# design 1

### Cell sizes after repair, design 1

Bar = 20 um.
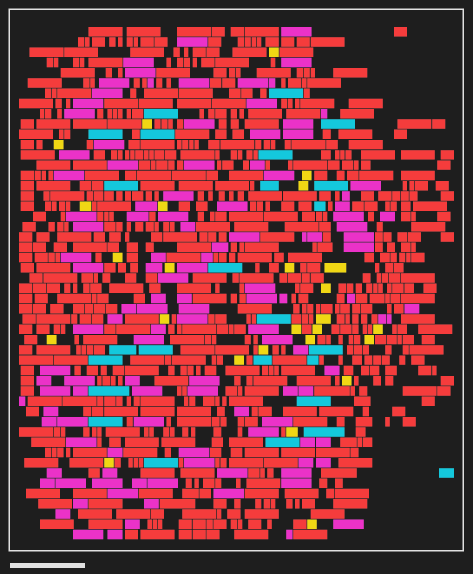
### Zoomed window, design 1

Bar = 10 um. Region (40, 23) to (80, 63) um. Cells in gray, sequential cells in the stronger gray; small squares are vias.
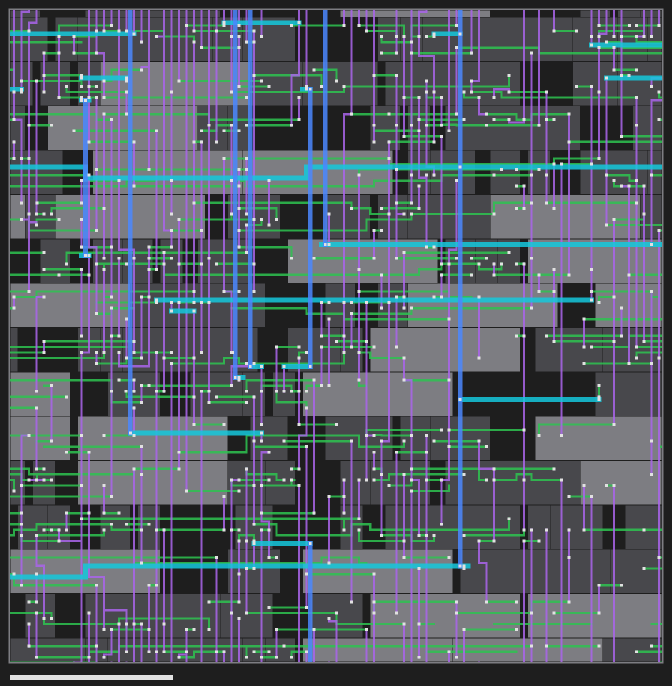
### Metal 1, design 1

Bar = 20 um. Supply wires on this layer in gray.
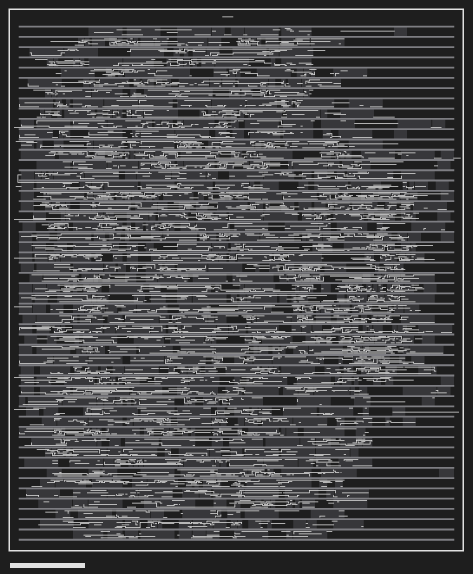
## config.mk

```make
export PLATFORM = sky130hd
export DESIGN_NAME = barrier_ctl_unit_flat
export DESIGN_NICKNAME = d
export VERILOG_FILES = /design/src/rtl/barrier_ctl_unit_if.sv /design/src/rtl/barrier_ctl_unit.sv /design/src/flat_wrapper.sv
export SDC_FILE = /design/constraint.sdc
export NUM_CORES = 1
export LEC_CHECK = 0
export ABC_CLOCK_PERIOD_IN_PS = 4800
export CAP_MARGIN = 10
export CORE_ASPECT_RATIO = 1.2
export CORE_MARGIN = 2
export CORE_UTILIZATION = 58
export DETAILED_ROUTE_END_ITERATION = 12
export PLACE_DENSITY = 0.8
export SYNTH_ARGS = -nofsm -noshare
export SYNTH_HDL_FRONTEND = slang
export SYNTH_SLANG_ARGS = --single-unit
```

## constraint.sdc

```tcl
create_clock -name clk -period 4.8 [get_ports clk]
set_input_delay 0.72 -clock clk [delete_from_list [all_inputs] [get_ports clk]]
set_output_delay 0.72 -clock clk [all_outputs]
set_load 0.03 [all_outputs]
```

## src/rtl/barrier_ctl_unit_if.sv

```systemverilog
// Barrier request bus from the SFU warp-control stage to the barrier unit.
interface barrier_ctl_unit_if #(
    parameter int NUM_WARPS    = 4,
    parameter int NUM_BARRIERS = 4,
    parameter int TOKEN_W      = 32
);
    localparam int NW_WIDTH = (NUM_WARPS > 1) ? $clog2(NUM_WARPS) : 1;
    localparam int NB_WIDTH = (NUM_BARRIERS > 1) ? $clog2(NUM_BARRIERS) : 1;

    logic                req_valid;
    logic                req_ready;
    logic [NW_WIDTH-1:0] req_wid;
    logic [NB_WIDTH-1:0] req_id;
    logic [1:0]          req_op;
    logic [NW_WIDTH-1:0] req_size_m1;
    logic [TOKEN_W-1:0]  req_token;

    modport master (
        output req_valid, req_wid, req_id, req_op, req_size_m1, req_token,
        input  req_ready
    );

    modport slave (
        input  req_valid, req_wid, req_id, req_op, req_size_m1, req_token,
        output req_ready
    );
endinterface

```

## src/rtl/barrier_ctl_unit.sv

```systemverilog
// Barrier control unit: per-barrier arrival counts, waiting masks and
// generation tokens; registered release pulses and stall mask.
module barrier_ctl_unit #(
    parameter int NUM_WARPS    = 4,
    parameter int NUM_BARRIERS = 4,
    parameter int TOKEN_W      = 32,
    localparam int NW_WIDTH    = (NUM_WARPS > 1) ? $clog2(NUM_WARPS) : 1,
    localparam int NB_WIDTH    = (NUM_BARRIERS > 1) ? $clog2(NUM_BARRIERS) : 1
) (
    input  logic                  clk,
    input  logic                  reset,
    barrier_ctl_unit_if.slave     req,
    input  logic [NB_WIDTH-1:0]   rd_id,
    output logic [TOKEN_W-1:0]    rd_token,
    output logic                  release_valid,
    output logic [NUM_WARPS-1:0]  release_mask,
    output logic [NUM_WARPS-1:0]  stalled_mask
);
    typedef enum logic [1:0] {
        OP_SYNC   = 2'b00,
        OP_ARRIVE = 2'b01,
        OP_WAIT   = 2'b10,
        OP_RSVD   = 2'b11
    } op_e;

    logic [NW_WIDTH:0]    cnt_q  [NUM_BARRIERS];
    logic [NW_WIDTH:0]    cnt_d  [NUM_BARRIERS];
    logic [NUM_WARPS-1:0] wait_q [NUM_BARRIERS];
    logic [NUM_WARPS-1:0] wait_d [NUM_BARRIERS];
    logic [TOKEN_W-1:0]   gen_q  [NUM_BARRIERS];
    logic [TOKEN_W-1:0]   gen_d  [NUM_BARRIERS];

    logic                 take;
    logic [NUM_WARPS-1:0] wid_oh;
    logic [NW_WIDTH:0]    cur_cnt;
    logic [NUM_WARPS-1:0] cur_wait;
    logic [TOKEN_W-1:0]   cur_gen;
    logic [NW_WIDTH+1:0]  cnt_inc;
    logic                 complete;
    logic                 rel_valid_d;
    logic [NUM_WARPS-1:0] rel_mask_d;
    logic [NUM_WARPS-1:0] stall_d;

    assign req.req_ready = reset;
    assign take          = req.req_valid && req.req_ready;
    assign rd_token      = gen_q[rd_id];

    // Next-state for the addressed barrier, release outputs and stall mask.
    always_comb begin
        cnt_d       = cnt_q;
        wait_d      = wait_q;
        gen_d       = gen_q;
        rel_valid_d = 1'b0;
        rel_mask_d  = '0;
        wid_oh      = NUM_WARPS'(1) << req.req_wid;
        cur_cnt     = cnt_q[req.req_id];
        cur_wait    = wait_q[req.req_id];
        cur_gen     = gen_q[req.req_id];
        cnt_inc     = {1'b0, cur_cnt} + (NW_WIDTH+2)'(1);
        complete    = cnt_inc > {2'b00, req.req_size_m1};

        if (take) begin
            case (op_e'(req.req_op))
                OP_SYNC: begin
                    if (!cur_wait[req.req_wid]) begin
                        if (complete) begin
                            gen_d[req.req_id]  = cur_gen + TOKEN_W'(1);
                            cnt_d[req.req_id]  = '0;
                            wait_d[req.req_id] = '0;
                            rel_valid_d        = 1'b1;
                            rel_mask_d         = cur_wait | wid_oh;
                        end else begin
                            cnt_d[req.req_id]  = cnt_inc[NW_WIDTH:0];
                            wait_d[req.req_id] = cur_wait | wid_oh;
                        end
                    end
                end
                OP_ARRIVE: begin
                    if (complete) begin
                        gen_d[req.req_id]  = cur_gen + TOKEN_W'(1);
                        cnt_d[req.req_id]  = '0;
                        wait_d[req.req_id] = '0;
                        rel_valid_d        = |cur_wait;
                        rel_mask_d         = cur_wait;
                    end else begin
                        cnt_d[req.req_id] = cnt_inc[NW_WIDTH:0];
                    end
                end
                OP_WAIT: begin
                    if (req.req_token == cur_gen) begin
                        wait_d[req.req_id] = cur_wait | wid_oh;
                    end
                end
                default: ;
            endcase
        end

        stall_d = '0;
        for (int unsigned b = 0; b < NUM_BARRIERS; b++) begin
            stall_d = stall_d | wait_d[b];
        end
    end

    // Barrier state and scheduler-facing outputs; reset drops all waiters.
    always_ff @(posedge clk or negedge reset) begin
        if (!reset) begin
            for (int unsigned b = 0; b < NUM_BARRIERS; b++) begin
                cnt_q[b]  <= '0;
                wait_q[b] <= '0;
                gen_q[b]  <= '0;
            end
            release_valid <= 1'b0;
            release_mask  <= '0;
            stalled_mask  <= '0;
        end else begin
            cnt_q         <= cnt_d;
            wait_q        <= wait_d;
            gen_q         <= gen_d;
            release_valid <= rel_valid_d;
            release_mask  <= rel_mask_d;
            stalled_mask  <= stall_d;
        end
    end
endmodule

```

## src/flat_wrapper.sv

```systemverilog
// flat-port wrapper written by rule: the top's interface ports become plain ports
module barrier_ctl_unit_flat 
#(
    parameter int NUM_WARPS    = 4,
    parameter int NUM_BARRIERS = 4,
    parameter int TOKEN_W      = 32,
    localparam int NW_WIDTH    = (NUM_WARPS > 1) ? $clog2(NUM_WARPS) : 1,
    localparam int NB_WIDTH    = (NUM_BARRIERS > 1) ? $clog2(NUM_BARRIERS) : 1
)
  (clk, reset, rd_id, rd_token, release_valid, release_mask, stalled_mask, req_req_valid, req_req_wid, req_req_id, req_req_op, req_req_size_m1, req_req_token, req_req_ready);
  barrier_ctl_unit_if #(.NUM_WARPS(NUM_WARPS), .NUM_BARRIERS(NUM_BARRIERS), .TOKEN_W(TOKEN_W)) req_i ();
  input  logic clk;
  input  logic reset;
  input  logic [NB_WIDTH-1:0] rd_id;
  output logic [TOKEN_W-1:0] rd_token;
  output logic release_valid;
  output logic [NUM_WARPS-1:0] release_mask;
  output logic [NUM_WARPS-1:0] stalled_mask;
  input wire logic [$bits(req_i.req_valid)-1:0] req_req_valid;
  input wire logic [$bits(req_i.req_wid)-1:0] req_req_wid;
  input wire logic [$bits(req_i.req_id)-1:0] req_req_id;
  input wire logic [$bits(req_i.req_op)-1:0] req_req_op;
  input wire logic [$bits(req_i.req_size_m1)-1:0] req_req_size_m1;
  input wire logic [$bits(req_i.req_token)-1:0] req_req_token;
  output wire logic [$bits(req_i.req_ready)-1:0] req_req_ready;
  assign req_i.req_valid = req_req_valid;
  assign req_i.req_wid = req_req_wid;
  assign req_i.req_id = req_req_id;
  assign req_i.req_op = req_req_op;
  assign req_i.req_size_m1 = req_req_size_m1;
  assign req_i.req_token = req_req_token;
  assign req_req_ready = req_i.req_ready;
  barrier_ctl_unit #(.NUM_WARPS(NUM_WARPS), .NUM_BARRIERS(NUM_BARRIERS), .TOKEN_W(TOKEN_W)) u_core (.clk(clk), .reset(reset), .req(req_i), .rd_id(rd_id), .rd_token(rd_token), .release_valid(release_valid), .release_mask(release_mask), .stalled_mask(stalled_mask));
endmodule
```

==> flow_metrics.py <==
# Physical implementation metrics
metrics = {
    "worst_setup_path": {
        "crit_path_max_incr_delay_ns": 0.86,
        "r2r-end": "u_core.gen_q[21]",
        "crit_arrival_ns": 4.43,
        "cp.required_ns": 5.15,
        "worstReg2RegStart": "u_core.cnt_q[6]",
        "path_cells": "buf_4 -> mux4_1 -> ha_1 -> ha_1 -> nor2b_1 -> o21ai_1 -> nand2_1 -> a31oi_1 -> nor2_4 -> buf_4 -> nor2_1 -> a21oi_1",
        "critPathKind": "in -> reg",
        "path_max_fanout": 40,
    },
    "detailed_routing": {
        "wl_per_cell_um": 21.74,
        "drc": 0,
    },
    "final_timing": {
        "min_period_over_period": 0.8489,
        "fin_tns_setup_ns": 0,
        "setup_violations": 0,
        "worst_clock_skew_ns": 0.01092,
    },
    "clock_tree": {
        "cts_buffers": 17,
        "ctsHtreeMaxLevel": 4,
        "clk_path_buf_depth": 2,
        "hold_buffers": 0,
        "postCtsSetupRepairBufs": 0,
    },
    "yosys": {
        "syn-mean-instance-area_um2": 11.19,
        "async_reset_ff_frac": 1.000,
        "synth_chip_area_um2": 9354,
        "top_cell_area_share": 0.4414,
        "mux_share": 0.2254,
        "edf_count": 0,
        "ys_top_cells_by_count": "dfrtp_1 (165), nand2_1 (99), nor2_1 (72), mux4_2 (69), o21ai_0 (59)",
        "synth.area.top_cells": "dfrtp_1 (44%), mux4_2 (17%), xnor2_1 (4.6%)",
        "fp_nets": 885,
    },
    "cells_and_area": {
        "n_all_inverters": 7,
        "layout.cells.most_common": "dfrtp_1",
        "antenna_cells": 0,
        "regMostFlops": "u_core.gen_q",
        "biggestCellCategory": "multi-input combinational cells",
        "sh_comb_area": 0.4511,
        "mostFrequentLayoutCells": "dfrtp_1 (165), nand2_1 (97), clkdlybuf4s50_1 (82)",
        "fillers": 1090,
    },
    "global_routing": {
        "grt_max_degree": 67,
        "grt_overflow_total": 0,
    },
    "placement": {
        "dp.cells": 1095,
    },
    "run": {
        "cap_viol_max_count": 0,
    },
    "floorplan": {
        "ios": 87,
    },
    "worst_hold_path": {
        "hold_path_class": "in -> async",
    },
    "status": {
        "status": "finished, final reports clean",
    },
}
About 'Cell sizes after repair' of design 1:
Yellow marks x3 and x4, cells 26. Cyan marks x6 and larger, cells 25. Red marks x1 and smaller, cells 747. Magenta marks x2, cells 121.
Layout area overhead: 17.11%
bufs w/o clock: 106
post-route cell area: 10950 um^2

About 'Zoomed window' of design 1:
Blue marks M4. Green marks M1. Purple marks M2. Cyan marks M3.
113 logic cells have their middle in the window. Netlist names of flops here include u_core.gen_q (18), u_core.cnt_q (4). Sequential cells in the window: 22. Most frequent: dfrtp_1 (22), nor2_1 (15).

About 'Metal 1' of design 1:
The layer carries 9430 um of wire. The wires run mostly horizontal. The longest straight run is 31.8 um.
met1 Use GR: 0.3807
Routed WL: 24500 um
via total after detailed routing: 7292

## layer usage
| metal | track usage | up-vias | share of wire | wire [um] |
|---|---|---|---|---|
| met3 | 0.06949 | 77 | 0.076 | 1870 |
| met2 | 0.5027 | 399 | 0.51 | 12420 |
| met4 | 0.1331 | 0 | 0.032 | 787 |
| li1 | - | 3208 | - | - |
| met1 | 0.3807 | 3608 | 0.38 | 9428 |
| met5 | 0 | - | 0 | 0 |
## power breakdown
part / leakage, nW / internal, W / switching (W)
Combinational: 2.06 / 0.00106 / 0.00127
Clock: 0.284 / 0.000796 / 0.000570
Sequential: 2.15 / 0.00185 / 0.000346
Total: 4.49 / 0.00370 / 0.00219
## through the flow
stage               hold slack (ns)  instance area [um^2]  total power, W  worst slack, ns
finish                       0.2011                 10950        0.005887           0.7253
global route                 0.2341                 10950        0.006203           0.4344
CTS                          0.2243                 10950        0.005883           0.7128
detailed placement           0.4901                 10370        0.004502           0.3360
global placement             0.4711                 10370        0.004419           0.4595
floorplan                    0.4244                  9354        0.003736           0.9216

# design 2

<file path="config.mk">
export PLATFORM = sky130hd
export DESIGN_NAME = multicycle_core_flat
export DESIGN_NICKNAME = d
export VERILOG_FILES = /design/src/rtl/multicycle_core_pkg.sv /design/src/rtl/multicycle_core_if.sv /design/src/rtl/multicycle_core_alu.sv /design/src/rtl/multicycle_core.sv /design/src/flat_wrapper.sv
export SDC_FILE = /design/constraint.sdc
export NUM_CORES = 1
export LEC_CHECK = 0
export CORE_ASPECT_RATIO = 0.5
export CORE_MARGIN = 4
export CORE_UTILIZATION = 45
export CTS_BUF_LIST = sky130_fd_sc_hd__clkbuf_8
export CTS_CLUSTER_DIAMETER = 80
export CTS_CLUSTER_SIZE = 16
export DETAILED_ROUTE_END_ITERATION = 12
export GPL_ROUTABILITY_DRIVEN = 0
export HOLD_SLACK_MARGIN = 0.12
export PLACE_DENSITY = 0.63
export SETUP_SLACK_MARGIN = 0.3
export SLEW_MARGIN = 0
export SYNTH_ARGS = -nofsm -noshare
export SYNTH_HDL_FRONTEND = slang
export SYNTH_SLANG_ARGS = --single-unit
</file>
<file path="constraint.sdc">
create_clock -name CLK -period 11.5 [get_ports CLK]
set_input_delay 2.3 -clock CLK [delete_from_list [all_inputs] [get_ports CLK]]
set_output_delay 2.3 -clock CLK [all_outputs]
set_load 0.05 [all_outputs]
</file>
<file path="src/rtl/multicycle_core_pkg.sv">
// Shared types for the multicycle 9-bit core: opcodes, FSM states, instruction field positions.
package core_pkg;

    typedef enum logic [2:0] {
        OP_ADD  = 3'd0,
        OP_SUB  = 3'd1,
        OP_AND  = 3'd2,
        OP_ADDI = 3'd3,
        OP_LW   = 3'd4,
        OP_SW   = 3'd5,
        OP_BEQZ = 3'd6,
        OP_HALT = 3'd7
    } op_t;

    typedef enum logic [1:0] {
        S_FETCH = 2'd0,
        S_EXEC  = 2'd1,
        S_MEM   = 2'd2,
        S_HALT  = 2'd3
    } state_t;

    localparam int IW     = 9;
    localparam int OP_MSB = 8;
    localparam int OP_LSB = 6;
    localparam int RA_MSB = 5;
    localparam int RA_LSB = 3;
    localparam int RB_MSB = 2;
    localparam int RB_LSB = 0;

endpackage

</file>
<file path="src/rtl/multicycle_core_if.sv">
// Data-memory req/ack port of the multicycle core; core is master, DataRAM wrapper is slave.
interface multicycle_core_if #(
    parameter int DW = 8,
    parameter int AW = 8
) ();
    logic          dmem_req;
    logic          dmem_we;
    logic [AW-1:0] dmem_addr;
    logic [DW-1:0] dmem_wdata;
    logic [DW-1:0] dmem_rdata;
    logic          dmem_ack;

    modport master (output dmem_req, dmem_we, dmem_addr, dmem_wdata,
                    input  dmem_rdata, dmem_ack);
    modport slave  (input  dmem_req, dmem_we, dmem_addr, dmem_wdata,
                    output dmem_rdata, dmem_ack);
endinterface

</file>
<file path="src/rtl/multicycle_core_alu.sv">
// Combinational ALU; cout is carry-out for ADD and borrow-out for SUB, other ops pass operand a.
module core_alu
    import core_pkg::*;
#(
    parameter int DW = 8
) (
    input  op_t           op_i,
    input  logic [DW-1:0] a_i,
    input  logic [DW-1:0] b_i,
    input  logic          cin_i,
    output logic [DW-1:0] res_o,
    output logic          cout_o,
    output logic          zero_o
);
    always_comb begin
        res_o  = a_i;
        cout_o = 1'b0;
        case (op_i)
            OP_ADD:  {cout_o, res_o} = {1'b0, a_i} + {1'b0, b_i} + {{DW{1'b0}}, cin_i};
            OP_SUB:  {cout_o, res_o} = {1'b0, a_i} - {1'b0, b_i} - {{DW{1'b0}}, cin_i};
            OP_AND:  res_o = a_i & b_i;
            OP_ADDI: res_o = a_i + b_i;
            default: ;
        endcase
        zero_o = (res_o == '0);
    end
endmodule

</file>
<file path="src/rtl/multicycle_core.sv">
// Multicycle fetch/execute/memory core with req/ack data port.
// Optional macro CARRY_CHAIN_EN adds a carry flag chaining ADD/SUB.
module multicycle_core
    import core_pkg::*;
#(
    parameter int DW = 8,
    parameter int PW = 8,
    parameter int AW = 8,
    parameter int CW = 16
) (
    input  logic               CLK,
    input  logic               start,
    output logic [PW-1:0]      imem_addr,
    input  logic [IW-1:0]      imem_data,
    multicycle_core_if.master  dmem,
    output logic               halt,
    output logic [CW-1:0]      inst_count
);
    state_t        state_q, state_d;
    logic [PW-1:0] pc_q, pc_d;
    logic [IW-1:0] ir_q, ir_d;
    logic [DW-1:0] regs_q [8];
    logic [DW-1:0] regs_d [8];
    logic [CW-1:0] cnt_q, cnt_d, cnt_inc;

    op_t           op;
    logic [2:0]    ra, rb;
    logic [DW-1:0] rd_a, rd_b, imm_d, alu_b, alu_res;
    logic [PW-1:0] imm_p;
    logic          alu_cin, alu_cout, alu_zero;

    assign op    = op_t'(ir_q[OP_MSB:OP_LSB]);
    assign ra    = ir_q[RA_MSB:RA_LSB];
    assign rb    = ir_q[RB_MSB:RB_LSB];
    assign rd_a  = regs_q[ra];
    assign rd_b  = regs_q[rb];
    assign imm_d = {{(DW-3){ir_q[2]}}, ir_q[2:0]};
    assign imm_p = {{(PW-3){ir_q[2]}}, ir_q[2:0]};
    assign alu_b = (op == OP_ADDI) ? imm_d : rd_b;
    assign cnt_inc = (cnt_q == '1) ? cnt_q : cnt_q + 1'b1;

`ifdef CARRY_CHAIN_EN
    logic carry_q, carry_d;
    assign alu_cin = carry_q;
`else
    logic unused_cout;
    assign alu_cin     = 1'b0;
    assign unused_cout = alu_cout;
`endif

    // BEQZ falls through the ALU as a pass of R[ra], so zero_o is the branch condition
    core_alu #(.DW(DW)) u_alu (
        .op_i   (op),
        .a_i    (rd_a),
        .b_i    (alu_b),
        .cin_i  (alu_cin),
        .res_o  (alu_res),
        .cout_o (alu_cout),
        .zero_o (alu_zero)
    );

    always_comb begin
        state_d = state_q;
        pc_d    = pc_q;
        ir_d    = ir_q;
        regs_d  = regs_q;
        cnt_d   = cnt_q;
`ifdef CARRY_CHAIN_EN
        carry_d = carry_q;
`endif
        case (state_q)
            S_FETCH: begin
                ir_d    = imem_data;
                state_d = S_EXEC;
            end
            S_EXEC: begin
                case (op)
                    OP_ADD, OP_SUB, OP_AND, OP_ADDI: begin
                        regs_d[ra] = alu_res;
                        pc_d       = pc_q + 1'b1;
                        cnt_d      = cnt_inc;
                        state_d    = S_FETCH;
`ifdef CARRY_CHAIN_EN
                        carry_d    = (op == OP_ADD || op == OP_SUB) ? alu_cout : 1'b0;
`endif
                    end
                    OP_BEQZ: begin
                        pc_d    = alu_zero ? pc_q + imm_p : pc_q + 1'b1;
                        cnt_d   = cnt_inc;
                        state_d = S_FETCH;
                    end
                    OP_LW, OP_SW: state_d = S_MEM;
                    default: begin
                        cnt_d   = cnt_inc;
                        state_d = S_HALT;
                    end
                endcase
            end
            S_MEM: begin
                if (dmem.dmem_ack) begin
                    if (op == OP_LW) regs_d[ra] = dmem.dmem_rdata;
                    pc_d    = pc_q + 1'b1;
                    cnt_d   = cnt_inc;
                    state_d = S_FETCH;
                end
            end
            default: ;
        endcase
        regs_d[0] = '0;
    end

    always_ff @(posedge CLK) begin
        if (start) begin
            state_q <= S_FETCH;
            pc_q    <= '0;
            ir_q    <= '0;
            regs_q  <= '{default: '0};
            cnt_q   <= '0;
`ifdef CARRY_CHAIN_EN
            carry_q <= 1'b0;
`endif
        end else begin
            state_q <= state_d;
            pc_q    <= pc_d;
            ir_q    <= ir_d;
            regs_q  <= regs_d;
            cnt_q   <= cnt_d;
`ifdef CARRY_CHAIN_EN
            carry_q <= carry_d;
`endif
        end
    end

    // Request is a decode of the registered state; operands come from IR/regs, which hold during S_MEM
    assign dmem.dmem_req   = (state_q == S_MEM);
    assign dmem.dmem_we    = (op == OP_SW);
    assign dmem.dmem_addr  = rd_a[AW-1:0];
    assign dmem.dmem_wdata = rd_b;

    assign imem_addr  = pc_q;
    assign halt       = (state_q == S_HALT);
    assign inst_count = cnt_q;
endmodule

</file>
<file path="src/flat_wrapper.sv">
// flat-port wrapper written by rule: the top's interface ports become plain ports
module multicycle_core_flat import core_pkg::*;
#(
    parameter int DW = 8,
    parameter int PW = 8,
    parameter int AW = 8,
    parameter int CW = 16
)
  (CLK, start, imem_addr, imem_data, halt, inst_count, dmem_dmem_req, dmem_dmem_we, dmem_dmem_addr, dmem_dmem_wdata, dmem_dmem_rdata, dmem_dmem_ack);
  multicycle_core_if #(.DW(DW), .AW(AW)) dmem_i ();
  input  logic CLK;
  input  logic start;
  output logic [PW-1:0] imem_addr;
  input  logic [IW-1:0] imem_data;
  output logic halt;
  output logic [CW-1:0] inst_count;
  output wire logic [$bits(dmem_i.dmem_req)-1:0] dmem_dmem_req;
  output wire logic [$bits(dmem_i.dmem_we)-1:0] dmem_dmem_we;
  output wire logic [$bits(dmem_i.dmem_addr)-1:0] dmem_dmem_addr;
  output wire logic [$bits(dmem_i.dmem_wdata)-1:0] dmem_dmem_wdata;
  input wire logic [$bits(dmem_i.dmem_rdata)-1:0] dmem_dmem_rdata;
  input wire logic [$bits(dmem_i.dmem_ack)-1:0] dmem_dmem_ack;
  assign dmem_dmem_req = dmem_i.dmem_req;
  assign dmem_dmem_we = dmem_i.dmem_we;
  assign dmem_dmem_addr = dmem_i.dmem_addr;
  assign dmem_dmem_wdata = dmem_i.dmem_wdata;
  assign dmem_i.dmem_rdata = dmem_dmem_rdata;
  assign dmem_i.dmem_ack = dmem_dmem_ack;
  multicycle_core #(.DW(DW), .PW(PW), .AW(AW), .CW(CW)) u_core (.CLK(CLK), .start(start), .imem_addr(imem_addr), .imem_data(imem_data), .dmem(dmem_i), .halt(halt), .inst_count(inst_count));
endmodule
</file>
### Zoomed window, design 2

Bar = 10 um. Region (66, 7) to (106, 47) um. Cells in gray, sequential cells in the stronger gray; small squares are vias.
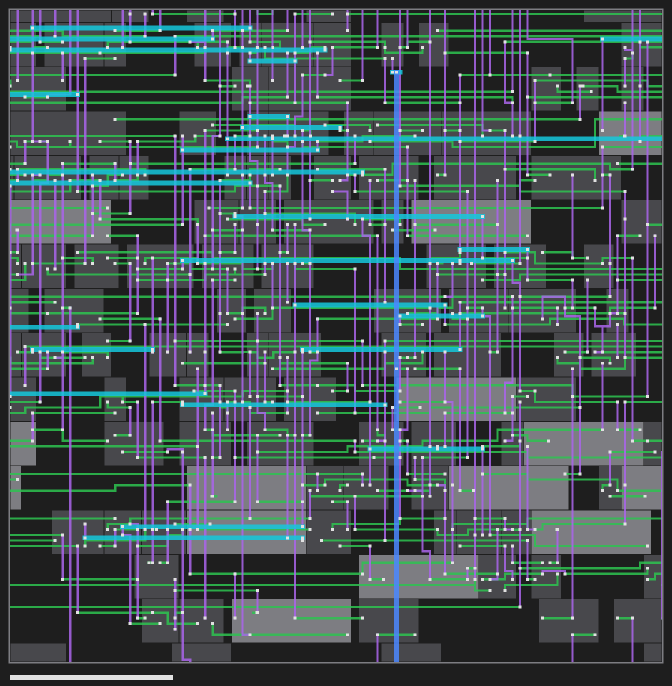
Green marks M1. Blue marks M4. Cyan marks M3. Purple marks M2.
Netlist names of flops here include u_core.regs_q (10), u_core.ir_q (1). Sequential cells in the window: 11. 105 logic cells have their middle in the window. Most frequent: dfxtp_1 (11), nor2_1 (10), mux2i_1 (8).

### Metal 1, design 2

Bar = 50 um. Supply wires on this layer in gray.
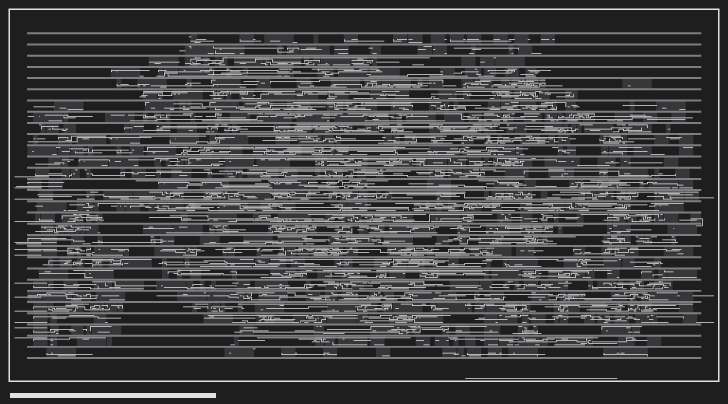
The layer carries 8790 um of wire. The wires run mostly horizontal.
met1 Use GR: 0.3406
via total after detailed routing: 5513
Routed WL: 17280 um

==> flow_metrics.py <==
# Physical implementation metrics
metrics = {
    "status": {
        "status": "finished, final reports clean",
    },
    "yosys": {
        "synth_chip_area_um2": 6048,
        "ys_seq_share": 0.3012,
    },
    "power": {
        "p_switching_w": 0.0002707,
        "power_clock_w": 0.000227,
        "p_leak_nw": 2.593,
    },
    "placement": {
        "dp.cells": 918,
    },
    "worst_setup_path": {
        "critPathKind": "reg -> out",
        "path_cells": "inv_1 -> nor2_1 -> a31oi_1 -> o21ai_0 -> clkdlybuf4s50_1",
        "crit_path_start_kind": "register",
    },
    "run": {
        "warnings": 30,
    },
    "floorplan": {
        "initial_utilization": 0.4682,
        "die_h_um": 89.98,
        "die_width_um": 172.0,
    },
    "final_timing": {
        "hold_violations": 0,
        "setup_ws_ns": 5.901,
    },
    "clock_tree": {
        "clock_latency_ns": 0.37,
        "path_clk_slew_ns": 0.11,
    },
    "global_routing": {
        "grt_use_met3": 0.04251,
    },
}
### Routing congestion map, design 2

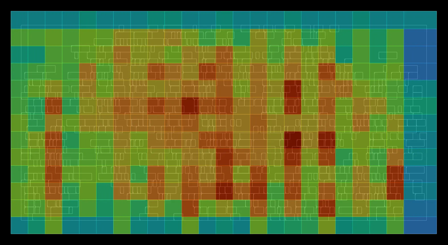
gr busiest metal: met1
Util after Layout: 0.5355
total track usage: 0.2207

[layout make-up]
type | instances | area, um^2 | area share
clock buffer | 9 | 123.9 | 0.01791
clock inverter | 7 | 80.08 | 0.01158
inverter | 28 | 105.1 | 0.01520
multi-input combinational | 562 | 3920 | 0.5668
sequential | 91 | 1822 | 0.2634
tap | 170 | 212.7 | 0.03075
timing repair buffer | 67 | 653.1 | 0.09443
[final timing paths]
kind	from	to	slack [ns]	depth (start not counted)
worst min-delay path	u_core.regs_q[28]	u_core.regs_q[28]	0.48	2
worst max register to register	u_core.ir_q[0]	u_core.regs_q[55]	6.41	15
worst min register to register	u_core.regs_q[28]	u_core.regs_q[28]	0.48	2
worst max-delay path	u_core.ir_q[3]	dmem_dmem_addr[5]	5.90	5
[state kept, by name, summed over array words and instances (netlist names)]
register,count
u_core.ir_q,9
u_core.imem_addr,8
u_core.inst_count,16
u_core.state_q,2
u_core.regs_q,56
[synth_stat cells, drive strengths merged, types with 13 or more instances]
cell type	number
dfxtp	91
nor2	89
nand2	76
mux2i	49
a21oi	45
inv	28
clkbuf	26
ha	22
mux2	22
o21ai	20
nor3	18
buf	17
xnor2	16
nand3	14
nand2b	13
xor2	13


==> screenshots <==
Met2 routing.
(a)
Bar = 50 um.
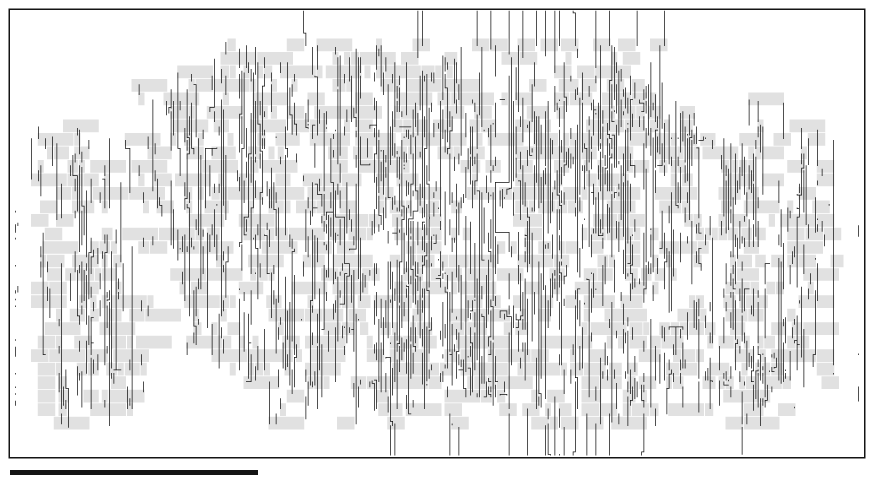
(b)
Bar = 20 um.
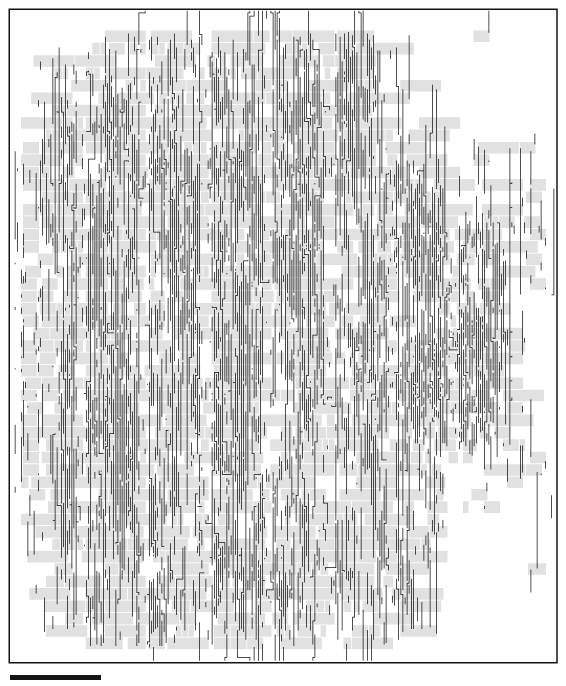
design 2 -> (a)
design 1 -> (b)

Power figures rest on the tool's default switching activity, not on a simulated workload.
